==================== design 1
==> design_1/layer_met2.png <==
Scale: 3 px per um.
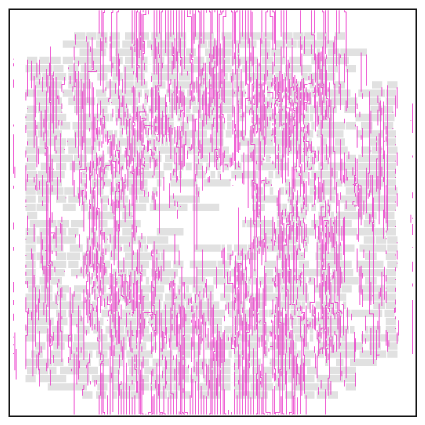

[src/rtl/risc_pkg.sv]
// ----------------------------------------------------------------------------
// risc_pkg
// Shared types and constants for the fetch/branch path of the core.
//   pc_state_e           : fetch-PC controller states (BOOT, RUN, TRAP)
//   DEFAULT_RESET_VECTOR : default first fetch address after reset
//   PC_INC               : sequential fetch stride
//   branch_type_e        : funct3 branch encodings decoded by branch_comparator
// ----------------------------------------------------------------------------
package risc_pkg;

    typedef enum logic [1:0] {
        BOOT = 2'd0,
        RUN  = 2'd1,
        TRAP = 2'd2
    } pc_state_e;

    localparam logic [31:0] DEFAULT_RESET_VECTOR = 32'h0000_0000;
    localparam logic [31:0] PC_INC               = 32'd4;

    typedef enum logic [2:0] {
        BR_EQ  = 3'b000,
        BR_NE  = 3'b001,
        BR_LT  = 3'b100,
        BR_GE  = 3'b101,
        BR_LTU = 3'b110,
        BR_GEU = 3'b111
    } branch_type_e;

endpackage

[src/rtl/target_gen.sv]
// ----------------------------------------------------------------------------
// target_gen
// Combinational branch/jump target generator.
//   i_is_jalr      : select JALR addressing (rs1 + imm, LSB cleared)
//   i_pc           : PC of the EX instruction (base for branch / JAL)
//   i_rs1          : forwarded rs1 value (base for JALR)
//   i_imm          : sign-extended immediate
//   o_target       : computed target, modulo 2^32
//   o_misaligned   : target is not 4-byte aligned
// ----------------------------------------------------------------------------
module target_gen (
    input  logic        i_is_jalr,
    input  logic [31:0] i_pc,
    input  logic [31:0] i_rs1,
    input  logic [31:0] i_imm,
    output logic [31:0] o_target,
    output logic        o_misaligned
);

    logic [31:0] w_base;
    logic [31:0] w_sum;

    assign w_base = i_is_jalr ? i_rs1 : i_pc;
    assign w_sum  = w_base + i_imm;

    assign o_target     = i_is_jalr ? {w_sum[31:1], 1'b0} : w_sum;
    assign o_misaligned = |o_target[1:0];

endmodule

[src/rtl/pc_redirect_unit.sv]
// ----------------------------------------------------------------------------
// pc_redirect_unit
// Fetch-side PC generator: owns the fetch PC, redirects on taken branches and
// jumps, flushes the front of the pipe, and traps misaligned targets through
// a handshake with the CSR unit before resuming at the trap vector.
//   clk, rst_n          : clock, asynchronous active-low reset
//   stall_i             : hold PC, suppress new requests
//   ex_valid_i          : EX instruction is real (not a bubble)
//   branch_take_i       : conditional branch taken (from branch_comparator)
//   ex_is_jal_i/jalr_i  : EX instruction is JAL / JALR
//   ex_pc_i/imm_i/rs1_i : EX operands for target computation
//   imem_req_o/addr_o   : fetch request and address (address is the PC)
//   imem_ready_i        : imem accepts the request this cycle
//   if_pc_o             : PC of the last accepted fetch (into IF/ID)
//   flush_if_id_o/id_ex_o : squash the two younger instructions
//   exc_valid_o/pc_o/tval_o : misaligned-target exception to the CSR unit
//   exc_ack_i           : CSR unit has taken the exception
//   mtvec_i             : trap vector
// ----------------------------------------------------------------------------
module pc_redirect_unit
    import risc_pkg::*;
#(
    parameter logic [31:0] RESET_VECTOR = DEFAULT_RESET_VECTOR,
    parameter int unsigned XLEN         = 32
) (
    input  logic        clk,
    input  logic        rst_n,
    input  logic        stall_i,
    input  logic        ex_valid_i,
    input  logic        branch_take_i,
    input  logic        ex_is_jal_i,
    input  logic        ex_is_jalr_i,
    input  logic [31:0] ex_pc_i,
    input  logic [31:0] ex_imm_i,
    input  logic [31:0] ex_rs1_i,
    output logic        imem_req_o,
    output logic [31:0] imem_addr_o,
    input  logic        imem_ready_i,
    output logic [31:0] if_pc_o,
    output logic        flush_if_id_o,
    output logic        flush_id_ex_o,
    output logic        exc_valid_o,
    output logic [31:0] exc_pc_o,
    output logic [31:0] exc_tval_o,
    input  logic        exc_ack_i,
    input  logic [31:0] mtvec_i
);

    if (XLEN != 32) begin : g_xlen_check
        $error("pc_redirect_unit supports XLEN == 32 only");
    end

    pc_state_e   r_state;
    pc_state_e   w_state_nxt;
    logic [31:0] r_pc;
    logic [31:0] w_pc_nxt;
    logic [31:0] r_if_pc;
    logic [31:0] r_exc_pc;
    logic [31:0] r_exc_tval;

    logic        w_redirect;
    logic [31:0] w_target;
    logic        w_misaligned;
    logic        w_req;
    logic        w_flush;
    logic        w_exc_load;

    target_gen u_target_gen (
        .i_is_jalr    (ex_is_jalr_i),
        .i_pc         (ex_pc_i),
        .i_rs1        (ex_rs1_i),
        .i_imm        (ex_imm_i),
        .o_target     (w_target),
        .o_misaligned (w_misaligned)
    );

    // Only meaningful in RUN; BOOT and TRAP ignore the EX stage entirely.
    assign w_redirect = ex_valid_i & (branch_take_i | ex_is_jal_i | ex_is_jalr_i);

    always_comb begin
        w_state_nxt = r_state;
        w_pc_nxt    = r_pc;
        w_req       = 1'b0;
        w_flush     = 1'b0;
        w_exc_load  = 1'b0;
        unique case (r_state)
            BOOT: begin
                w_state_nxt = RUN;
            end
            RUN: begin
                // Redirect wins over both stall and a pending imem acceptance.
                if (w_redirect) begin
                    w_flush = 1'b1;
                    if (w_misaligned) begin
                        w_exc_load  = 1'b1;
                        w_state_nxt = TRAP;
                    end else begin
                        w_pc_nxt = w_target;
                    end
                end else if (!stall_i) begin
                    w_req = 1'b1;
                    if (imem_ready_i) begin
                        w_pc_nxt = r_pc + PC_INC;
                    end
                end
            end
            TRAP: begin
                if (exc_ack_i) begin
                    w_pc_nxt    = mtvec_i;
                    w_state_nxt = RUN;
                end
            end
            default: begin
                w_state_nxt = BOOT;
            end
        endcase
    end

    always_ff @(posedge clk or negedge rst_n) begin
        if (!rst_n) begin
            r_state    <= BOOT;
            r_pc       <= RESET_VECTOR;
            r_if_pc    <= 32'h0;
            r_exc_pc   <= 32'h0;
            r_exc_tval <= 32'h0;
        end else begin
            r_state <= w_state_nxt;
            r_pc    <= w_pc_nxt;
            if (w_req && imem_ready_i) begin
                r_if_pc <= r_pc;
            end
            if (w_exc_load) begin
                r_exc_pc   <= ex_pc_i;
                r_exc_tval <= w_target;
            end
        end
    end

    assign imem_req_o    = w_req;
    assign imem_addr_o   = r_pc;
    assign if_pc_o       = r_if_pc;
    assign flush_if_id_o = w_flush;
    assign flush_id_ex_o = w_flush;
    // Exception stays pending for as long as the controller sits in TRAP.
    assign exc_valid_o   = (r_state == TRAP);
    assign exc_pc_o      = r_exc_pc;
    assign exc_tval_o    = r_exc_tval;

endmodule

[config.mk]
export PLATFORM = sky130hd
export DESIGN_NAME = pc_redirect_unit
export DESIGN_NICKNAME = d
export VERILOG_FILES = /design/src/rtl/risc_pkg.sv /design/src/rtl/target_gen.sv /design/src/rtl/pc_redirect_unit.sv
export SDC_FILE = /design/constraint.sdc
export NUM_CORES = 1
export LEC_CHECK = 0
export CAP_MARGIN = 20
export CORE_MARGIN = 5
export CORE_UTILIZATION = 50
export CTS_CLUSTER_DIAMETER = 200
export DETAILED_ROUTE_END_ITERATION = 8
export PLACE_DENSITY = 0.84
export SLEW_MARGIN = 20
export SYNTH_ARGS = -nofsm -noshare
export SYNTH_HDL_FRONTEND = slang
export SYNTH_SLANG_ARGS = --single-unit
[constraint.sdc]
create_clock -name clk -period 5.3 [get_ports clk]
set_clock_uncertainty 0.05 [all_clocks]
set_input_delay 1.59 -clock clk [delete_from_list [all_inputs] [get_ports clk]]
set_output_delay 1.59 -clock clk [all_outputs]
set_load 0.01 [all_outputs]
==================== design 2
File: src/rtl/radio_slot_pkg.sv
`default_nettype none
// ----------------------------------------------------------------------------
// radio_slot_pkg - state encoding and shared constants for the slot sequencer
// Rev 1.0
// ----------------------------------------------------------------------------
package radio_slot_pkg;

    localparam int unsigned CNT_W          = 12;
    localparam int unsigned RX_WDOG_US_DEF = 3125;

    typedef enum logic [2:0] {
        ST_IDLE      = 3'd0,
        ST_SETTLE    = 3'd1,
        ST_TX        = 3'd2,
        ST_RX_LISTEN = 3'd3,
        ST_RX_ACTIVE = 3'd4
    } state_t;

    // A zero-length load would never expire, so it is treated as one microsecond.
    function automatic logic [CNT_W-1:0] at_least_one(input logic [CNT_W-1:0] v);
        return (v == '0) ? {{(CNT_W-1){1'b0}}, 1'b1} : v;
    endfunction

endpackage
`default_nettype wire

File: src/rtl/radio_slot_seq_us_down_counter.sv
`default_nettype none
// ----------------------------------------------------------------------------
// us_down_counter - microsecond down-counter with an expiry strobe
// Rev 1.0
// ----------------------------------------------------------------------------
module us_down_counter
    import radio_slot_pkg::*;
(
    input  logic             clk_6M,
    input  logic             rstz,
    input  logic             load_i,
    input  logic [CNT_W-1:0] load_val_i,
    input  logic             dec_i,
    output logic             expire_p_o
);

    localparam logic [CNT_W-1:0] C_ONE = {{(CNT_W-1){1'b0}}, 1'b1};

    logic [CNT_W-1:0] cnt_q;
    logic [CNT_W-1:0] cnt_d;

    // A load takes precedence over a coincident strobe; the count parks at zero.
    always_comb begin
        cnt_d = cnt_q;
        if (load_i) begin
            cnt_d = load_val_i;
        end else if (dec_i && (cnt_q != '0)) begin
            cnt_d = cnt_q - C_ONE;
        end
    end

    always_ff @(posedge clk_6M or negedge rstz) begin
        if (!rstz) begin
            cnt_q <= '0;
        end else begin
            cnt_q <= cnt_d;
        end
    end

    assign expire_p_o = dec_i && (cnt_q == C_ONE);

endmodule
`default_nettype wire

File: src/rtl/radio_slot_seq.sv
`default_nettype none
// ----------------------------------------------------------------------------
// radio_slot_seq - per-slot PLL / TX / RX-window sequencer for the RF front end
// Rev 1.0
// ----------------------------------------------------------------------------
module radio_slot_seq
    import radio_slot_pkg::*;
#(
    parameter int unsigned RX_WDOG_US = RX_WDOG_US_DEF
) (
    input  logic        clk_6M,
    input  logic        rstz,
    input  logic        p_1us,
    input  logic        slot_p,
    input  logic        half_slot_p,
    input  logic        clk_bit1,
    input  logic        fkset_p,
    input  logic        is_master,
    input  logic        tx_req,
    input  logic [11:0] tx_len_us,
    input  logic        rx_enable,
    input  logic [9:0]  rx_win_us,
    input  logic        sync_found_p,
    input  logic        rx_done_p,
    input  logic        abort_p,
    output logic        pll_en,
    output logic        pll_load_p,
    output logic        tx_en,
    output logic        tx_start_p,
    output logic        tx_done_p,
    output logic        rx_en,
    output logic        rx_timeout_p,
    output logic        rx_abort_p,
    output logic [2:0]  state
);

    localparam logic [CNT_W-1:0] C_WDOG = at_least_one(CNT_W'(RX_WDOG_US));

    state_t state_q;
    logic   half_flag_q;
    logic   next_tx_q;
    logic   pll_en_q;
    logic   pll_load_q;
    logic   tx_en_q;
    logic   tx_start_q;
    logic   tx_done_q;
    logic   rx_en_q;
    logic   rx_timeout_q;
    logic   rx_abort_q;

    logic             go_tx;
    logic             go_rx;
    logic             cnt_load;
    logic [CNT_W-1:0] cnt_load_val;
    logic             cnt_expire_p;

    // Counter loads happen in the same cycle as the FSM decision that needs them.
    always_comb begin
        go_tx        = next_tx_q && tx_req;
        go_rx        = !next_tx_q && rx_enable;
        cnt_load     = 1'b0;
        cnt_load_val = at_least_one(tx_len_us);
        if (!abort_p) begin
            case (state_q)
                ST_SETTLE: begin
                    if (slot_p && (go_tx || go_rx)) begin
                        cnt_load     = 1'b1;
                        cnt_load_val = go_tx ? at_least_one(tx_len_us)
                                             : at_least_one({{(CNT_W-10){1'b0}}, rx_win_us});
                    end
                end
                ST_RX_LISTEN: begin
                    if (sync_found_p) begin
                        cnt_load     = 1'b1;
                        cnt_load_val = C_WDOG;
                    end
                end
                default: begin
                end
            endcase
        end
    end

    us_down_counter u_us_cnt (
        .clk_6M     (clk_6M),
        .rstz       (rstz),
        .load_i     (cnt_load),
        .load_val_i (cnt_load_val),
        .dec_i      (p_1us),
        .expire_p_o (cnt_expire_p)
    );

    always_ff @(posedge clk_6M or negedge rstz) begin
        if (!rstz) begin
            state_q      <= ST_IDLE;
            half_flag_q  <= 1'b0;
            next_tx_q    <= 1'b0;
            pll_en_q     <= 1'b0;
            pll_load_q   <= 1'b0;
            tx_en_q      <= 1'b0;
            tx_start_q   <= 1'b0;
            tx_done_q    <= 1'b0;
            rx_en_q      <= 1'b0;
            rx_timeout_q <= 1'b0;
            rx_abort_q   <= 1'b0;
        end else begin
            pll_load_q   <= 1'b0;
            tx_start_q   <= 1'b0;
            tx_done_q    <= 1'b0;
            rx_timeout_q <= 1'b0;
            rx_abort_q   <= 1'b0;

            if (slot_p) begin
                half_flag_q <= 1'b0;
            end else if (half_slot_p) begin
                half_flag_q <= 1'b1;
            end

            if (abort_p) begin
                state_q  <= ST_IDLE;
                pll_en_q <= 1'b0;
                tx_en_q  <= 1'b0;
                rx_en_q  <= 1'b0;
            end else begin
                case (state_q)
                    ST_IDLE: begin
                        // Only a retune point in the second half of a slot arms the next slot.
                        if (fkset_p && half_flag_q) begin
                            next_tx_q  <= is_master ? clk_bit1 : !clk_bit1;
                            pll_load_q <= 1'b1;
                            pll_en_q   <= 1'b1;
                            state_q    <= ST_SETTLE;
                        end
                    end
                    ST_SETTLE: begin
                        if (slot_p) begin
                            if (go_tx) begin
                                tx_en_q    <= 1'b1;
                                tx_start_q <= 1'b1;
                                state_q    <= ST_TX;
                            end else if (go_rx) begin
                                rx_en_q <= 1'b1;
                                state_q <= ST_RX_LISTEN;
                            end else begin
                                pll_en_q <= 1'b0;
                                state_q  <= ST_IDLE;
                            end
                        end
                    end
                    ST_TX: begin
                        if (cnt_expire_p) begin
                            tx_en_q   <= 1'b0;
                            pll_en_q  <= 1'b0;
                            tx_done_q <= 1'b1;
                            state_q   <= ST_IDLE;
                        end
                    end
                    ST_RX_LISTEN: begin
                        if (sync_found_p) begin
                            state_q <= ST_RX_ACTIVE;
                        end else if (cnt_expire_p) begin
                            rx_en_q      <= 1'b0;
                            pll_en_q     <= 1'b0;
                            rx_timeout_q <= 1'b1;
                            state_q      <= ST_IDLE;
                        end
                    end
                    ST_RX_ACTIVE: begin
                        // A clean end of packet masks a watchdog expiry in the same cycle.
                        if (rx_done_p || cnt_expire_p) begin
                            rx_en_q    <= 1'b0;
                            pll_en_q   <= 1'b0;
                            rx_abort_q <= !rx_done_p;
                            state_q    <= ST_IDLE;
                        end
                    end
                    default: begin
                        pll_en_q <= 1'b0;
                        tx_en_q  <= 1'b0;
                        rx_en_q  <= 1'b0;
                        state_q  <= ST_IDLE;
                    end
                endcase
            end
        end
    end

    assign pll_en       = pll_en_q;
    assign pll_load_p   = pll_load_q;
    assign tx_en        = tx_en_q;
    assign tx_start_p   = tx_start_q;
    assign tx_done_p    = tx_done_q;
    assign rx_en        = rx_en_q;
    assign rx_timeout_p = rx_timeout_q;
    assign rx_abort_p   = rx_abort_q;
    assign state        = state_q;

endmodule
`default_nettype wire

File: config.mk
export PLATFORM = sky130hd
export DESIGN_NAME = radio_slot_seq
export DESIGN_NICKNAME = d
export VERILOG_FILES = /design/src/rtl/radio_slot_pkg.sv /design/src/rtl/radio_slot_seq_us_down_counter.sv /design/src/rtl/radio_slot_seq.sv
export SDC_FILE = /design/constraint.sdc
export NUM_CORES = 1
export LEC_CHECK = 0
export CORE_MARGIN = 5
export CORE_UTILIZATION = 40
export CTS_CLUSTER_DIAMETER = 80
export DETAILED_ROUTE_END_ITERATION = 10
export PLACE_DENSITY = 0.71
export SKIP_LAST_GASP = 1
export SLEW_MARGIN = 0
export SYNTH_ARGS = -nofsm -noshare
export SYNTH_HDL_FRONTEND = slang
export SYNTH_HIERARCHICAL = 1
export SYNTH_SLANG_ARGS = --single-unit
File: constraint.sdc
create_clock -name clk_6M -period 2.2 [get_ports clk_6M]
set_input_delay 0.44 -clock clk_6M [delete_from_list [all_inputs] [get_ports clk_6M]]
set_output_delay 0.44 -clock clk_6M [all_outputs]
set_load 0.05 [all_outputs]
==> design_2/layer_met2.png <==
Scale: 4 px per um.
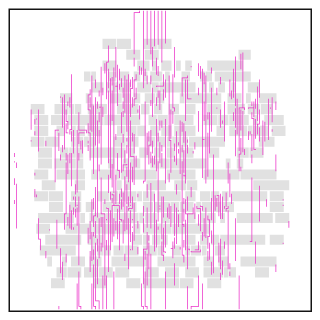
nets with wire on the layer: 252
longest straight run: 31.3 um
share of all routed wire: 45%
main direction: vertical

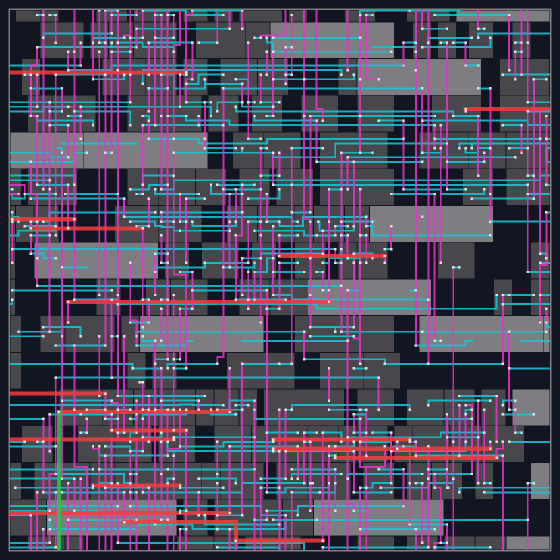
(design_2/detail.png)
Region (18, 18) to (58, 58) um. Cells in grey, sequential cells in the stronger grey; small squares are vias.
| colour | layer |
|---|---|
| red | metal 3 |
| magenta | metal 2 |
| green | metal 4 |
| cyan | metal 1 |
most frequent: buf_4 (17), nand2_1 (11), o21ai_0 (11)
sequential cells in the window: 11
cells with their middle in the window: 128
netlist names of flops here include: u_us_cnt/cnt_q (9), state (2)

==> reports/qor.yml, design 2 <==
placement:
  hpwl_um: 3920
cts:
  worstSkewPairLatency_ns: 0.27
final_timing:
  final.setup.tns_ns: 0
  post-route-period-util: 0.962
  rsz0062_at_grt: "yes"
finish:
  seq_cell_count: 25
  buffer_area_frac: 0.276
  comb_area_um2: 1010
  comb-cell-share: 0.409
  design_area_um2: 2460
global_routing:
  met2_usage: 0.295
  grt_pass1_vias: 1731
pwr:
  power.total_mw: 1.78
  seq_power_share: 0.398
synthesis:
  top_area_cell: "dfrtp_1"
  synth_area_um2: 1700
  yosysWarningCount: 6
  ys_types: 48
  ys_async_sr_fraction: 1.00
  flop_cell: "dfrtp_1"
  syn_area_per_cell_um2: 8.74
  synthXorXnorAreaFrac: 0.0258
  adder_share: 0.0221
floorplanning:
  taps: 50
  io_pins: 46
  die_area_um2: 5640
worst_setup_path:
  cp_max_fo: 6
  cp_common_cell: "buf_4"
  reg2reg_depth: 7
  cp_top_family: "simple AND/OR/NAND/NOR gates"
min_path:
  min-delay-start: "pll_en"
  hold_path_depth: 1
detailed_routing:
  vias: 1778
  wl_met1_um: 2350
outcome:
  status: "complete, no violations"
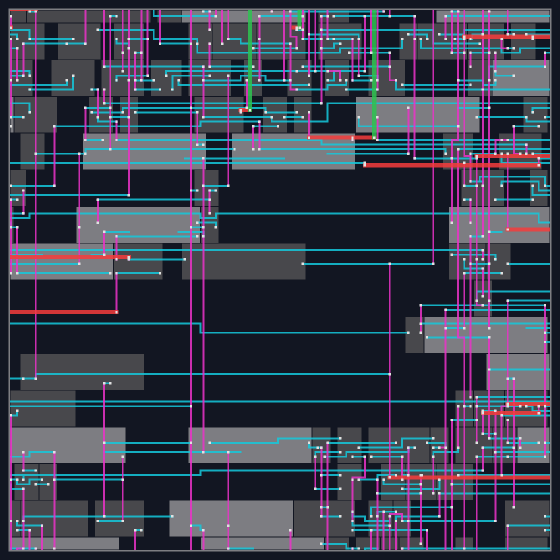
(design_1/detail.png)
Region (48, 48) to (88, 88) um. Cells in grey, sequential cells in the stronger grey; small squares are vias.
| colour | layer |
|---|---|
| magenta | metal 2 |
| red | metal 3 |
| green | metal 4 |
| cyan | metal 1 |
netlist names of flops here include: exc_tval_o (6), imem_addr_o (3)
sequential cells in the window: 11
most frequent: dfrtp_1 (11), o21ai_0 (10), nand2_1 (9)
cells with their middle in the window: 76

## Picture notes: design_1/layer_met2.png
longest straight run: 56.1 um
wire length on this layer: 11600 um
main direction: vertical
nets with wire on the layer: 1091

==> reports/qor.yml, design 1 <==
outcome:
  status: "complete, no violations"
min_path:
  holdPathEnd: "if_pc_o[11]"
  hold_path_depth: 2
placement:
  gp_congestion: 0.927
detailed_routing:
  wl_met1_um: 10200
  routed_via_density: 5.75
  firstDrtPassIters: 7
synthesis:
  compound_area_frac: 0.184
  ys_seq_share: 0.416
  flop_cell: "dfrtp_1"
  synth-edff-count: 0
  ys_cells: 807
cts:
  clockBufferDepth: 2
  post_cts_resized: 0
pwr:
  power.total_mw: 6.01
  peakVddDrop_mv: 0.246
  pg_comb_mw: 3.05
global_routing:
  grt_pass1_vias: 7288
worst_setup_path:
  crit_required_ns: 3.66
floorplanning:
  die_x_um: 135
job:
  maxCapViolCount: 0
finish:
  clk_share: 0.0480
  comb-cell-share: 0.388
final_timing:
  final.setup.tns_ns: 0

==> gallery <==
Ports around the boundary.
image #1
Scale: 6 px per um. Pins as bars across the die edge, other pins in grey.
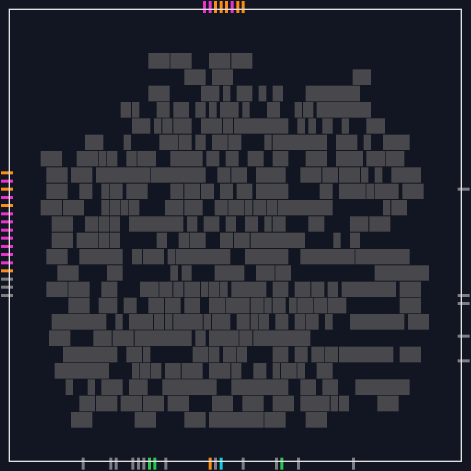
image #2
Scale: 3 px per um. Pins as bars across the die edge, other pins in grey.
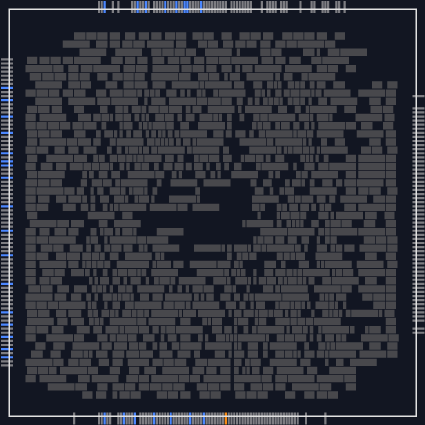
Of these, most pins: image #2
Of these, largest die: image #2
image #2: design 1
image #1: design 2

Key to image #1:
| colour | port | pins | direction | edge |
|---|---|---|---|---|
| orange | rx_win_us | 10 | input | 5 top, 4 left, 1 bottom |
| cyan | pll_en | 1 | output | bottom |
| magenta | tx_len_us | 12 | input | 9 left, 3 top |
| green | state | 3 | output | bottom |
all pins by edge: 17 bottom, 16 left, 8 top, 5 right


==================== design 3
### src/rtl/aardvark_pkg.sv
// Shared definitions for the 8-bit computer front end: widths, opcode values and
// fetch/decode state encoding.
package aardvark_pkg;

  localparam int PC_W    = 8;
  localparam int INSTR_W = 8;
  localparam int OPC_W   = 3;
  localparam int IMM_W   = 5;

  localparam logic [OPC_W-1:0]   OPC_HALT  = 3'b111;
  localparam logic [INSTR_W-1:0] HALT_WORD = {OPC_HALT, {IMM_W{1'b0}}};

  typedef enum logic [1:0] {
    IFD_IDLE   = 2'd0,
    IFD_FETCH  = 2'd1,
    IFD_HOLD   = 2'd2,
    IFD_HALTED = 2'd3
  } ifd_state_e;

  function automatic logic [OPC_W-1:0] instr_opcode(input logic [INSTR_W-1:0] w);
    return w[INSTR_W-1 -: OPC_W];
  endfunction

  function automatic logic [IMM_W-1:0] instr_imm5(input logic [INSTR_W-1:0] w);
    return w[IMM_W-1:0];
  endfunction

endpackage

### src/rtl/instr_fetch_decode_if.sv
// Instruction-memory fetch port and decode output port of the fetch/decode stage.
// master = fetch/decode stage, slave = memory plus downstream consumer.
interface instr_fetch_decode_if;
  import aardvark_pkg::*;

  logic               imem_req;
  logic [PC_W-1:0]    imem_addr;
  logic               imem_ack;
  logic [INSTR_W-1:0] imem_rdata;

  logic               dec_valid;
  logic               dec_ready;
  logic [OPC_W-1:0]   dec_opcode;
  logic [IMM_W-1:0]   dec_imm5;
  logic [PC_W-1:0]    dec_pc;

  modport master (
    output imem_req, imem_addr,
    input  imem_ack, imem_rdata,
    output dec_valid, dec_opcode, dec_imm5, dec_pc,
    input  dec_ready
  );

  modport slave (
    input  imem_req, imem_addr,
    output imem_ack, imem_rdata,
    input  dec_valid, dec_opcode, dec_imm5, dec_pc,
    output dec_ready
  );

endinterface

### src/rtl/instr_fetch_decode_fetch_pc.sv
// Program counter register: load has priority over increment; increment wraps
// modulo 2^PC_W.
module fetch_pc
  import aardvark_pkg::*;
(
  input  logic            clk,
  input  logic            rst_n,
  input  logic            load_en,
  input  logic [PC_W-1:0] load_addr,
  input  logic            inc_en,
  output logic [PC_W-1:0] pc
);

  logic [PC_W-1:0] pc_q;
  logic [PC_W-1:0] pc_d;

  always_comb begin
    pc_d = pc_q;
    if (load_en)     pc_d = load_addr;
    else if (inc_en) pc_d = pc_q + PC_W'(1);
  end

  always_ff @(posedge clk) begin
    if (!rst_n) pc_q <= '0;
    else        pc_q <= pc_d;
  end

  assign pc = pc_q;

endmodule

### src/rtl/instr_fetch_decode.sv
// Fetch/decode stage: fetches 8-bit words over req/ack and presents opcode/imm5 on
// a valid/ready port. Optional retired-instruction counter under INSTR_COUNT_EN.
module instr_fetch_decode
  import aardvark_pkg::*;
(
  input  logic                   clk,
  input  logic                   rst_n,
  instr_fetch_decode_if.master   bus,
  input  logic                   pc_load,
  input  logic [PC_W-1:0]        pc_load_addr,
`ifdef INSTR_COUNT_EN
  output logic [15:0]            retired_cnt,
`endif
  output logic                   halted
);

  ifd_state_e         state_q, state_d;
  logic [INSTR_W-1:0] ir_q, ir_d;
  logic [PC_W-1:0]    dec_pc_q, dec_pc_d;
  logic [PC_W-1:0]    pc;
  logic               pc_inc;
  logic               accept;

  fetch_pc u_fetch_pc (
    .clk       (clk),
    .rst_n     (rst_n),
    .load_en   (pc_load),
    .load_addr (pc_load_addr),
    .inc_en    (pc_inc),
    .pc        (pc)
  );

  assign accept = (state_q == IFD_HOLD) && bus.dec_ready;

  always_ff @(posedge clk) begin
    if (!rst_n) begin
      state_q  <= IFD_IDLE;
      ir_q     <= '0;
      dec_pc_q <= '0;
    end else begin
      state_q  <= state_d;
      ir_q     <= ir_d;
      dec_pc_q <= dec_pc_d;
    end
  end

  // A redirect overrides everything, including a same-cycle ack or handshake.
  always_comb begin
    state_d  = state_q;
    ir_d     = ir_q;
    dec_pc_d = dec_pc_q;
    pc_inc   = 1'b0;
    if (pc_load) begin
      state_d = IFD_FETCH;
    end else begin
      case (state_q)
        IFD_IDLE: state_d = IFD_FETCH;
        IFD_FETCH: begin
          if (bus.imem_ack) begin
            ir_d     = bus.imem_rdata;
            dec_pc_d = pc;
            pc_inc   = 1'b1;
            state_d  = IFD_HOLD;
          end
        end
        IFD_HOLD: begin
          if (accept) state_d = (ir_q == HALT_WORD) ? IFD_HALTED : IFD_FETCH;
        end
        IFD_HALTED: state_d = IFD_HALTED;
        default:    state_d = IFD_IDLE;
      endcase
    end
  end

  always_comb begin
    bus.imem_req   = (state_q == IFD_FETCH);
    bus.imem_addr  = pc;
    bus.dec_valid  = (state_q == IFD_HOLD);
    bus.dec_opcode = instr_opcode(ir_q);
    bus.dec_imm5   = instr_imm5(ir_q);
    bus.dec_pc     = dec_pc_q;
    halted         = (state_q == IFD_HALTED);
  end

`ifdef INSTR_COUNT_EN
  logic [15:0] cnt_q, cnt_d;

  always_comb begin
    cnt_d = cnt_q;
    if (accept && (cnt_q != 16'hFFFF)) cnt_d = cnt_q + 16'd1;
  end

  always_ff @(posedge clk) begin
    if (!rst_n) cnt_q <= '0;
    else        cnt_q <= cnt_d;
  end

  assign retired_cnt = cnt_q;
`endif

endmodule
### src/flat_wrapper.sv
// flat-port wrapper written by rule: the top's interface ports become plain ports
module instr_fetch_decode_flat import aardvark_pkg::*;
  (clk, rst_n, pc_load, pc_load_addr, halted, bus_imem_req, bus_imem_addr, bus_imem_ack, bus_imem_rdata, bus_dec_valid, bus_dec_opcode, bus_dec_imm5, bus_dec_pc, bus_dec_ready);
  instr_fetch_decode_if bus_i ();
  input  logic clk;
  input  logic rst_n;
  input  logic pc_load;
  input  logic [PC_W-1:0] pc_load_addr;
  output logic halted;
  output wire logic [$bits(bus_i.imem_req)-1:0] bus_imem_req;
  output wire logic [$bits(bus_i.imem_addr)-1:0] bus_imem_addr;
  input wire logic [$bits(bus_i.imem_ack)-1:0] bus_imem_ack;
  input wire logic [$bits(bus_i.imem_rdata)-1:0] bus_imem_rdata;
  output wire logic [$bits(bus_i.dec_valid)-1:0] bus_dec_valid;
  output wire logic [$bits(bus_i.dec_opcode)-1:0] bus_dec_opcode;
  output wire logic [$bits(bus_i.dec_imm5)-1:0] bus_dec_imm5;
  output wire logic [$bits(bus_i.dec_pc)-1:0] bus_dec_pc;
  input wire logic [$bits(bus_i.dec_ready)-1:0] bus_dec_ready;
  assign bus_imem_req = bus_i.imem_req;
  assign bus_imem_addr = bus_i.imem_addr;
  assign bus_i.imem_ack = bus_imem_ack;
  assign bus_i.imem_rdata = bus_imem_rdata;
  assign bus_dec_valid = bus_i.dec_valid;
  assign bus_dec_opcode = bus_i.dec_opcode;
  assign bus_dec_imm5 = bus_i.dec_imm5;
  assign bus_dec_pc = bus_i.dec_pc;
  assign bus_i.dec_ready = bus_dec_ready;
  instr_fetch_decode u_core (.clk(clk), .rst_n(rst_n), .bus(bus_i), .pc_load(pc_load), .pc_load_addr(pc_load_addr), .halted(halted));
endmodule
### config.mk
export PLATFORM = sky130hd
export DESIGN_NAME = instr_fetch_decode_flat
export DESIGN_NICKNAME = d
export VERILOG_FILES = /design/src/rtl/aardvark_pkg.sv /design/src/rtl/instr_fetch_decode_if.sv /design/src/rtl/instr_fetch_decode_fetch_pc.sv /design/src/rtl/instr_fetch_decode.sv /design/src/flat_wrapper.sv
export SDC_FILE = /design/constraint.sdc
export NUM_CORES = 1
export LEC_CHECK = 0
export ABC_AREA = 1
export CORE_ASPECT_RATIO = 1.75
export CORE_MARGIN = 4
export CORE_UTILIZATION = 38
export CTS_CLUSTER_DIAMETER = 40
export DETAILED_ROUTE_END_ITERATION = 8
export PLACE_DENSITY = 0.74
export SETUP_SLACK_MARGIN = 0.02
export SLEW_MARGIN = 20
export SYNTH_ARGS = -nofsm -noshare
export SYNTH_HDL_FRONTEND = slang
export SYNTH_SLANG_ARGS = --single-unit
export TNS_END_PERCENT = 50
### constraint.sdc
create_clock -name clk -period 1.12 [get_ports clk]
set_clock_uncertainty 0.1 [all_clocks]
set_input_delay 0.168 -clock clk [delete_from_list [all_inputs] [get_ports clk]]
set_output_delay 0.168 -clock clk [all_outputs]
set_load 0.01 [all_outputs]
==================== design 4
[config.mk]
export PLATFORM = sky130hd
export DESIGN_NAME = swap_cmd_sequencer
export DESIGN_NICKNAME = d
export VERILOG_FILES = /design/src/rtl/swap_cmd_sequencer.sv
export SDC_FILE = /design/constraint.sdc
export NUM_CORES = 1
export LEC_CHECK = 0
export CORE_MARGIN = 10
export CORE_UTILIZATION = 25
export DETAILED_ROUTE_END_ITERATION = 6
export GPL_ROUTABILITY_DRIVEN = 0
export GPL_TIMING_DRIVEN = 0
export HOLD_SLACK_MARGIN = 0.06
export PLACE_DENSITY = 0.47
export REMOVE_ABC_BUFFERS = 1
export SLEW_MARGIN = 5
export SYNTH_ARGS = -nofsm -noshare
export SYNTH_HDL_FRONTEND = slang
export SYNTH_SLANG_ARGS = --single-unit
[constraint.sdc]
create_clock -name clk -period 7.25 [get_ports clk]
set_clock_uncertainty 0.2 [all_clocks]
set_input_delay 1.0875 -clock clk [delete_from_list [all_inputs] [get_ports clk]]
set_output_delay 1.0875 -clock clk [all_outputs]
set_load 0.01 [all_outputs]
[src/rtl/swap_cmd_sequencer.sv]
// Command sequencer for the register-file swap unit.
// Queues host write/read/swap commands and issues them one at a time.
module swap_cmd_sequencer #(
    parameter int N           = 3,
    parameter int BITS        = 8,
    parameter int DEPTH       = 4,
    parameter int SWAP_CYCLES = 3
) (
    input  logic                     clk,
    input  logic                     rstn,
    input  logic                     cmd_valid,
    output logic                     cmd_ready,
    input  logic [1:0]               cmd_op,
    input  logic [N-1:0]             cmd_a,
    input  logic [N-1:0]             cmd_b,
    input  logic [BITS-1:0]          cmd_data,
    output logic                     swap,
    output logic                     w_en,
    output logic [N-1:0]             w_addr,
    output logic [BITS-1:0]          w_data,
    output logic [N-1:0]             r_addr,
    output logic [N-1:0]             A_addr,
    output logic [N-1:0]             B_addr,
    input  logic [BITS-1:0]          r_data,
    output logic                     rd_valid,
    output logic [BITS-1:0]          rd_data,
    output logic                     err,
    output logic                     busy,
    output logic [$clog2(DEPTH):0]   count
);

    localparam int AW = $clog2(DEPTH);
    localparam int WW = $clog2(SWAP_CYCLES + 1);

    typedef struct packed {
        logic [1:0]      op;
        logic [N-1:0]    a;
        logic [N-1:0]    b;
        logic [BITS-1:0] data;
    } cmd_t;

    typedef enum logic [2:0] {
        IDLE,
        WR,
        RD,
        SWP,
        WAIT
    } state_t;

    cmd_t          mem [DEPTH];
    cmd_t          head;
    logic [AW-1:0] wr_ptr;
    logic [AW-1:0] rd_ptr;
    logic          push;
    logic          pop;
    state_t        state;
    logic [WW-1:0] wait_cnt;

    assign cmd_ready = (count != (AW + 1)'(DEPTH));
    assign push      = cmd_valid && cmd_ready;
    assign pop       = (state == IDLE) && (count != '0);
    assign head      = mem[rd_ptr];
    assign busy      = (state != IDLE) || (count != '0);

    always_ff @(posedge clk) begin
        if (push) begin
            mem[wr_ptr] <= '{op: cmd_op, a: cmd_a, b: cmd_b, data: cmd_data};
        end
    end

    always_ff @(posedge clk or negedge rstn) begin
        if (!rstn) begin
            wr_ptr <= '0;
            rd_ptr <= '0;
            count  <= '0;
        end else begin
            if (push) wr_ptr <= wr_ptr + 1'b1;
            if (pop)  rd_ptr <= rd_ptr + 1'b1;
            unique case ({push, pop})
                2'b10:   count <= count + 1'b1;
                2'b01:   count <= count - 1'b1;
                default: count <= count;
            endcase
        end
    end

    // Outputs are registered; address/data regs only move when a command loads.
    always_ff @(posedge clk or negedge rstn) begin
        if (!rstn) begin
            state    <= IDLE;
            wait_cnt <= '0;
            swap     <= 1'b0;
            w_en     <= 1'b0;
            w_addr   <= '0;
            w_data   <= '0;
            r_addr   <= '0;
            A_addr   <= '0;
            B_addr   <= '0;
            rd_valid <= 1'b0;
            rd_data  <= '0;
            err      <= 1'b0;
        end else begin
            swap     <= 1'b0;
            w_en     <= 1'b0;
            rd_valid <= 1'b0;
            err      <= 1'b0;
            unique case (state)
                IDLE: begin
                    if (pop) begin
                        unique case (head.op)
                            2'b00: begin
                                w_en   <= 1'b1;
                                w_addr <= head.a;
                                w_data <= head.data;
                                state  <= WR;
                            end
                            2'b01: begin
                                r_addr <= head.a;
                                state  <= RD;
                            end
                            2'b10: begin
                                if (head.a != '0 && head.b != '0) begin
                                    swap   <= 1'b1;
                                    A_addr <= head.a;
                                    B_addr <= head.b;
                                    state  <= SWP;
                                end else begin
                                    err <= 1'b1;
                                end
                            end
                            default: err <= 1'b1;
                        endcase
                    end
                end
                WR: state <= IDLE;
                RD: begin
                    rd_data  <= r_data;
                    rd_valid <= 1'b1;
                    state    <= IDLE;
                end
                SWP: begin
                    wait_cnt <= WW'(SWAP_CYCLES);
                    state    <= WAIT;
                end
                WAIT: begin
                    wait_cnt <= wait_cnt - WW'(1);
                    if (wait_cnt == WW'(1)) state <= IDLE;
                end
                default: state <= IDLE;
            endcase
        end
    end

endmodule
==================== design 5
===== src/rtl/ahb_pkg.sv =====
// Shared AHB-lite encodings, master FSM state type and burst-length helpers
// used by the burst master and its address generator.
package ahb_pkg;

    localparam logic [1:0] HTRANS_IDLE   = 2'b00;
    localparam logic [1:0] HTRANS_BUSY   = 2'b01;
    localparam logic [1:0] HTRANS_NONSEQ = 2'b10;
    localparam logic [1:0] HTRANS_SEQ    = 2'b11;

    localparam logic [2:0] HBURST_SINGLE = 3'b000;
    localparam logic [2:0] HBURST_INCR   = 3'b001;
    localparam logic [2:0] HBURST_WRAP4  = 3'b010;
    localparam logic [2:0] HBURST_INCR4  = 3'b011;
    localparam logic [2:0] HBURST_WRAP8  = 3'b100;
    localparam logic [2:0] HBURST_INCR8  = 3'b101;
    localparam logic [2:0] HBURST_WRAP16 = 3'b110;
    localparam logic [2:0] HBURST_INCR16 = 3'b111;

    localparam logic [2:0] HSIZE_WORD = 3'b010;

    typedef enum logic [1:0] {
        ST_IDLE,
        ST_ADDR,
        ST_BURST,
        ST_LAST
    } state_t;

    function automatic logic [4:0] beats_of(input logic [2:0] burst);
        logic [4:0] n;
        case (burst)
            HBURST_WRAP4, HBURST_INCR4: n = 5'd4;
            HBURST_WRAP8, HBURST_INCR8: n = 5'd8;
            HBURST_WRAP16, HBURST_INCR16: n = 5'd16;
            default: n = 5'd1;
        endcase
        return n;
    endfunction

    function automatic logic is_wrap(input logic [2:0] burst);
        return (burst == HBURST_WRAP4) || (burst == HBURST_WRAP8) || (burst == HBURST_WRAP16);
    endfunction

endpackage


===== src/rtl/ahb_addr_gen.sv =====
// Combinational next-beat address: +4 for incrementing bursts, and for
// wrapping bursts the low bits roll over inside a (4*beats)-byte window.
module ahb_addr_gen
    import ahb_pkg::*;
#(
    parameter int ADDR_W = 32
) (
    input  logic [ADDR_W-1:0] addr,
    input  logic [2:0]        burst,
    output logic [ADDR_W-1:0] next_addr
);

    logic [ADDR_W-1:0] incr;
    logic [ADDR_W-1:0] mask;

    always_comb begin
        incr = addr + ADDR_W'(4);
        mask = ADDR_W'({beats_of(burst), 2'b00}) - ADDR_W'(1);
        if (is_wrap(burst)) begin
            next_addr = (addr & ~mask) | (incr & mask);
        end else begin
            next_addr = incr;
        end
    end

endmodule


===== src/rtl/ahb_burst_master.sv =====
// AHB-lite burst master: turns a command / write-data / read-data stream
// into SINGLE, INCRx and WRAPx bursts with wait-state and BUSY handling.
module ahb_burst_master
    import ahb_pkg::*;
#(
    parameter int ADDR_W = 32,
    parameter int DATA_W = 32
) (
    input  logic              hclk,
    input  logic              hreset,
    input  logic              cmd_valid,
    output logic              cmd_ready,
    input  logic              cmd_write,
    input  logic [ADDR_W-1:0] cmd_addr,
    input  logic [2:0]        cmd_burst,
    input  logic              wdata_valid,
    output logic              wdata_ready,
    input  logic [DATA_W-1:0] wdata,
    output logic              rdata_valid,
    output logic [DATA_W-1:0] rdata,
    output logic              rsp_done,
    output logic              hsel,
    output logic [ADDR_W-1:0] haddr,
    output logic [1:0]        htrans,
    output logic [2:0]        hburst,
    output logic              hwrite,
    output logic [2:0]        hsize,
    output logic [DATA_W-1:0] hwdata,
    input  logic              hready,
    input  logic [DATA_W-1:0] hrdata
);

    state_t            state_reg, state_next;
    logic [ADDR_W-1:0] addr_reg;
    logic [ADDR_W-1:0] addr_adv;
    logic [2:0]        burst_reg;
    logic              write_reg;
    logic [DATA_W-1:0] hwdata_reg;
    logic [4:0]        addr_cnt_reg;
    logic [4:0]        data_cnt_reg;
    logic [4:0]        beats;
    logic [1:0]        htrans_q_reg;
    logic              hold_reg;
    logic              cmd_accept;
    logic              phase_acc;
    logic              last_addr;
    logic              data_active;

    ahb_addr_gen #(.ADDR_W(ADDR_W)) u_addr_gen (
        .addr      (addr_reg),
        .burst     (burst_reg),
        .next_addr (addr_adv)
    );

    assign beats = beats_of(burst_reg);

    always_comb begin
        htrans     = HTRANS_IDLE;
        cmd_ready  = 1'b0;
        state_next = state_reg;
        case (state_reg)
            ST_IDLE:  cmd_ready = !cmd_write || wdata_valid;
            ST_ADDR:  htrans = HTRANS_NONSEQ;
            ST_BURST: begin
                // A wait-stated transfer must keep its type even if wdata_valid moves.
                if (hold_reg) begin
                    htrans = htrans_q_reg;
                end else if (write_reg && !wdata_valid) begin
                    htrans = HTRANS_BUSY;
                end else begin
                    htrans = HTRANS_SEQ;
                end
            end
            default:  htrans = HTRANS_IDLE;
        endcase

        cmd_accept = cmd_valid && cmd_ready;
        phase_acc  = hready && ((htrans == HTRANS_NONSEQ) || (htrans == HTRANS_SEQ));
        last_addr  = (addr_cnt_reg == beats - 5'd1);

        case (state_reg)
            ST_IDLE: begin
                if (cmd_accept) state_next = ST_ADDR;
            end
            ST_ADDR, ST_BURST: begin
                if (phase_acc) state_next = last_addr ? ST_LAST : ST_BURST;
            end
            ST_LAST: begin
                if (hready) state_next = ST_IDLE;
            end
            default: state_next = ST_IDLE;
        endcase
    end

    // Data phase is outstanding whenever more address phases were accepted than completed.
    assign data_active = (addr_cnt_reg != data_cnt_reg);

    assign wdata_ready = write_reg && phase_acc;
    assign rdata_valid = !write_reg && data_active && hready;
    assign rdata       = hrdata;
    assign rsp_done    = (state_reg == ST_LAST) && hready;
    assign hsel        = (state_reg != ST_IDLE);
    assign haddr       = addr_reg;
    assign hburst      = burst_reg;
    assign hwrite      = write_reg;
    assign hsize       = HSIZE_WORD;
    assign hwdata      = hwdata_reg;

    always_ff @(posedge hclk or posedge hreset) begin
        if (hreset) begin
            state_reg    <= ST_IDLE;
            addr_reg     <= '0;
            burst_reg    <= HBURST_SINGLE;
            write_reg    <= 1'b0;
            hwdata_reg   <= '0;
            addr_cnt_reg <= '0;
            data_cnt_reg <= '0;
            htrans_q_reg <= HTRANS_IDLE;
            hold_reg     <= 1'b0;
        end else begin
            state_reg    <= state_next;
            htrans_q_reg <= htrans;
            hold_reg     <= (state_reg == ST_BURST) && !hready;

            if (cmd_accept) begin
                addr_reg  <= cmd_addr & ~ADDR_W'(3);
                burst_reg <= (cmd_burst == HBURST_INCR) ? HBURST_SINGLE : cmd_burst;
                write_reg <= cmd_write;
            end else if (phase_acc && (state_next == ST_BURST)) begin
                addr_reg <= addr_adv;
            end

            if (state_reg == ST_IDLE) begin
                addr_cnt_reg <= '0;
                data_cnt_reg <= '0;
            end else begin
                if (phase_acc) addr_cnt_reg <= addr_cnt_reg + 5'd1;
                if (data_active && hready) data_cnt_reg <= data_cnt_reg + 5'd1;
            end

            if (wdata_ready) hwdata_reg <= wdata;
        end
    end

endmodule


===== config.mk =====
export PLATFORM = sky130hd
export DESIGN_NAME = ahb_burst_master
export DESIGN_NICKNAME = d
export VERILOG_FILES = /design/src/rtl/ahb_pkg.sv /design/src/rtl/ahb_addr_gen.sv /design/src/rtl/ahb_burst_master.sv
export SDC_FILE = /design/constraint.sdc
export NUM_CORES = 1
export LEC_CHECK = 0
export CAP_MARGIN = 20
export CELL_PAD_IN_SITES_DETAIL_PLACEMENT = 1
export CELL_PAD_IN_SITES_GLOBAL_PLACEMENT = 1
export CORE_MARGIN = 2
export CORE_UTILIZATION = 33
export DETAILED_ROUTE_END_ITERATION = 7
export PLACE_DENSITY = 0.95
export SLEW_MARGIN = 20
export SYNTH_ARGS = -nofsm -noshare
export SYNTH_HDL_FRONTEND = slang
export SYNTH_SLANG_ARGS = --single-unit

===== constraint.sdc =====
create_clock -name hclk -period 4.1 [get_ports hclk]
set_input_delay 0.41 -clock hclk [delete_from_list [all_inputs] [get_ports hclk]]
set_output_delay 0.41 -clock hclk [all_outputs]
set_load 0.05 [all_outputs]

==> design_3/placement.png <==
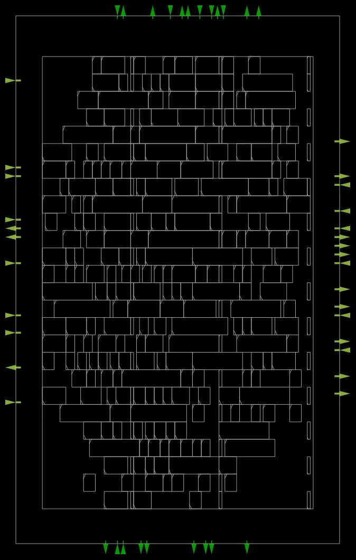
Filler cells: 251
Seq area share: 0.265

==> reports/qor.yml, design 3 <==
finish:
  nClkBuffers: 3
  regArea_um2: 561
  lay_top_count: "nand2_1"
  buffer_area_frac: 0.308
  clk_share: 0.0337
  n_antenna_cell: 0
cts:
  cts_made_buffers: 3
  cts_max_level: 1
  ctsHoldBuffers: 0
  cts-root-buf: "clkbuf_8"
final_timing:
  setup_viol: 26
  hold_violations: 0
  max_freq_ghz: 0.788
  setup_ws_ns: -0.149
global_routing:
  top_usage_layer: "met2"
worst_setup_path:
  critical_path.startpoint_type: "flop"
  path_cells: "buf_4 -> inv_4 -> nand2_1 -> inv_2 -> buf_6"
  cp_top_family: "buffers and inverters"
  slowest_delay_ns: 0.33
  cp.buffers_inverters: 4
  crit_required_ns: 0.85
synthesis:
  top_cell_area_share: 0.432
  top_area_cell: "dfxtp_1"
  compound_area_frac: 0.159
pwr:
  power.total_mw: 2.32
  seq_power_share: 0.441
  pg_comb_uw: 520
  peakVddDrop_mv: 1.01
  seq_power_mw: 1.03
  p_comb_frac: 0.224
detailed_routing:
  totalWireLength_um: 3720
  routed_via_density: 4.78
  drc: 0
placement:
  hpwl_um: 2560
floorplanning:
  io_pins: 48
  fp.dieH_um: 82.5
outcome:
  status: "complete, but fails checks"
  violations: "negative setup slack"
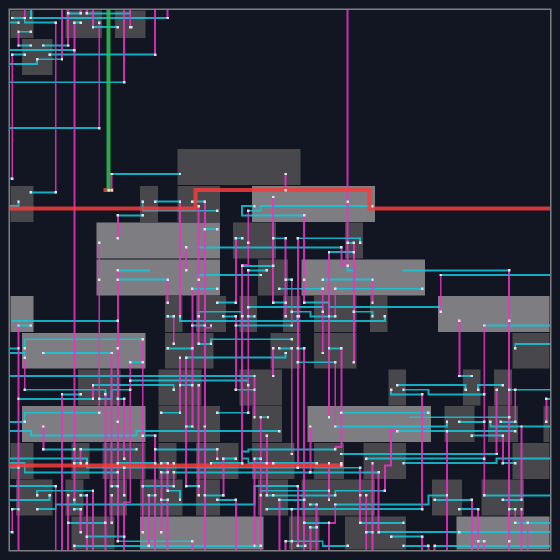
(design_5/detail.png)
Region (41, 41) to (81, 81) um. Cells in grey, sequential cells in the stronger grey; small squares are vias.
| colour | layer |
|---|---|
| cyan | metal 1 |
| green | metal 4 |
| red | metal 3 |
| magenta | metal 2 |
most frequent: dfrtp_1 (10), nor2_1 (8), xor2_1 (7)
sequential cells in the window: 10
cells with their middle in the window: 62
netlist names of flops here include: data_cnt_reg (5), addr_cnt_reg (3)

==> reports/qor.yml, design 5 <==
synthesis:
  mux_area_frac: 0.109
  ys_cells: 448
  yosys.cell_count.top_type: "dfrtp_1"
  area_leaders: "dfrtp_1 (44%), mux2_4 (9.5%), buf_4 (6.0%)"
  top_cell_area_share: 0.441
  syn_area_per_cell_um2: 10.3
  common_cells: "dfrtp_1 (81), nand2_1 (50), buf_4 (37)"
  ys_types: 56
pwr:
  power.total_mw: 5.42
  p_clk_uw: 835
  seq_power_mw: 1.49
  top_power_group: "combinational cells"
  power_density_nw_per_um2: 871
  sw_frac_of_total: 0.490
  pg_comb_mw: 3.09
  clkPwrFrac: 0.154
cts:
  cts_setup_buffers: 0
  worstSkewPairLatency_ns: 0.35
final_timing:
  setup_ws_ns: 0.568
  rsz0062_at_grt: "no"
  finalClockSkew_ns: 0.00896
  max-slew-margin-rel: 0.456
  slew_viol_final: 0
  post-route-min-period_ns: 3.53
global_routing:
  grt.total_usage: 0.179
  grt_util_met3: 0.0431
  top_usage_layer: "met2"
  met1_usage: 0.226
finish:
  seq_share: 0.326
  comb_area_um2: 2160
  buffers: 148
  layout-drive-gt1-share: 0.115
worst_setup_path:
  cp.depth: 6
  endpoint_kind: "output pin"
  slowest_stage: "clkdlybuf4s50_1"
  path_cells: "inv_1 -> ha_1 -> a31o_2 -> and3_4 -> and2_4 -> clkdlybuf4s50_1"
  reg2reg_depth: 8
detailed_routing:
  drc: 0
  top_layer: "met4"
outcome:
  status: "complete, no violations"
placement:
  hpwl_um: 9570
  place_area_um2: 5900
min_path:
  hold_path_class: "in2async"
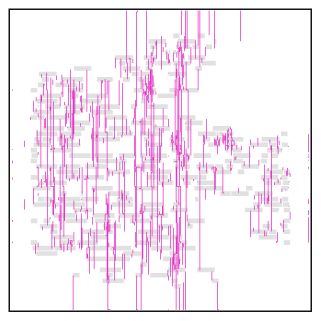
(design_4/layer_met2.png)
Scale: 2 px per um.
nets with wire on the layer: 296
main direction: vertical
wire length on this layer: 4130 um
share of all routed wire: 46%
longest straight run: 67.7 um

==> reports/qor.yml, design 4 <==
outcome:
  status: "complete, no violations"
global_routing:
  grt.overflow.total: 0
  grt.total_usage: 0.0846
  top_usage_layer: "met2"
  grt_max_degree: 34
final_timing:
  worst_pin_slew_ns: 1.16
  post-route-period-util: 0.458
  max_freq_ghz: 0.301
  slew_viol_final: 0
cts:
  cts-root-buf: "clkbuf_16"
  post_cts_resized: 0
  cts_setup_buffers: 0
  cts_tree: "yes"
  path_clk_slew_ns: 0.07
  cts_made_buffers: 9
  clockBufferDepth: 2
finish:
  comb-cell-share: 0.212
  regArea_um2: 3020
  largestClassByArea: "flip-flops and latches"
  area_growth_pct: 28.0
  largest_reg_flops: 64
  num-multi-input-gates: 97
  nClkBuffers: 10
  top_register: "mem"
min_path:
  hold_path_depth: 1
  hold_path_class: "reg2reg"
synthesis:
  top_area_cell: "edfxtp_1"
  syn_area_per_cell_um2: 19.1
  common_cells: "edfxtp_1 (64), dfrtp_1 (44), mux2_1 (14)"
  ys_sh_simple: 0.0386
  compound_area_frac: 0.0180
  synth_area_um2: 4250
detailed_routing:
  wl_met2_um: 4130
  post_drt_wl_per_cell_um: 17.3
worst_setup_path:
  crit_type: "reg2reg"
  cp_top_family: "flip-flops"
  slowest_stage: "dfrtp_1"
pwr:
  p_int_mw: 1.61
  seq_power_mw: 1.00
  power.total_mw: 2.37
  sw_frac_of_total: 0.320
  power.switching_uw: 760
floorplanning:
  std_cell_rows: 47
placement:
  hpwl_um: 5840


==> layout pictures side by side <==
Placed standard cells.
Plate I
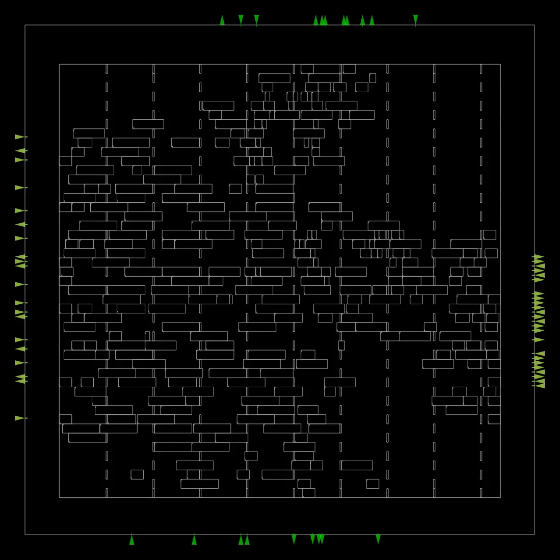
Plate II
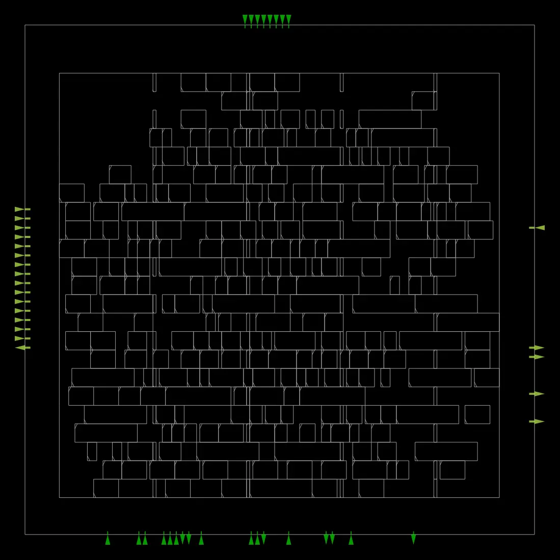
Plate III
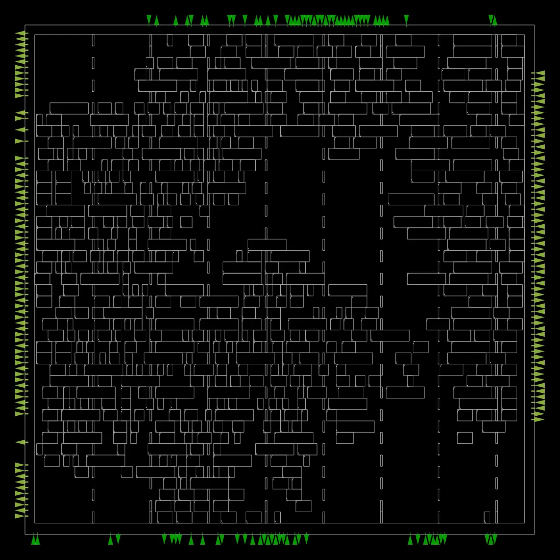
Plate IV
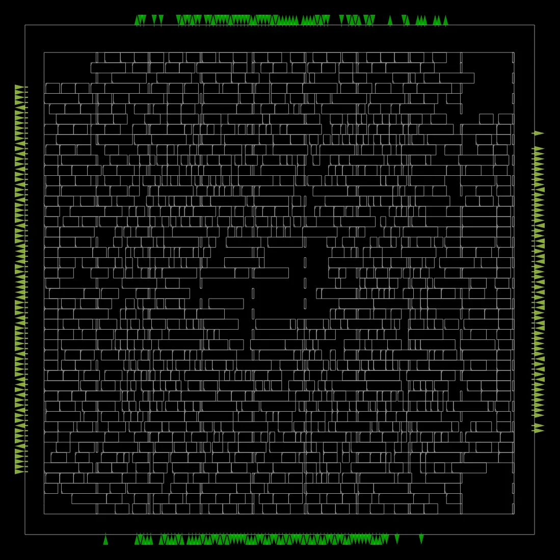
Of these, highest utilization: Plate IV
design 1: Plate IV
design 5: Plate III
design 2: Plate II
design 4: Plate I

Power is estimated from default activity; no workload was simulated.
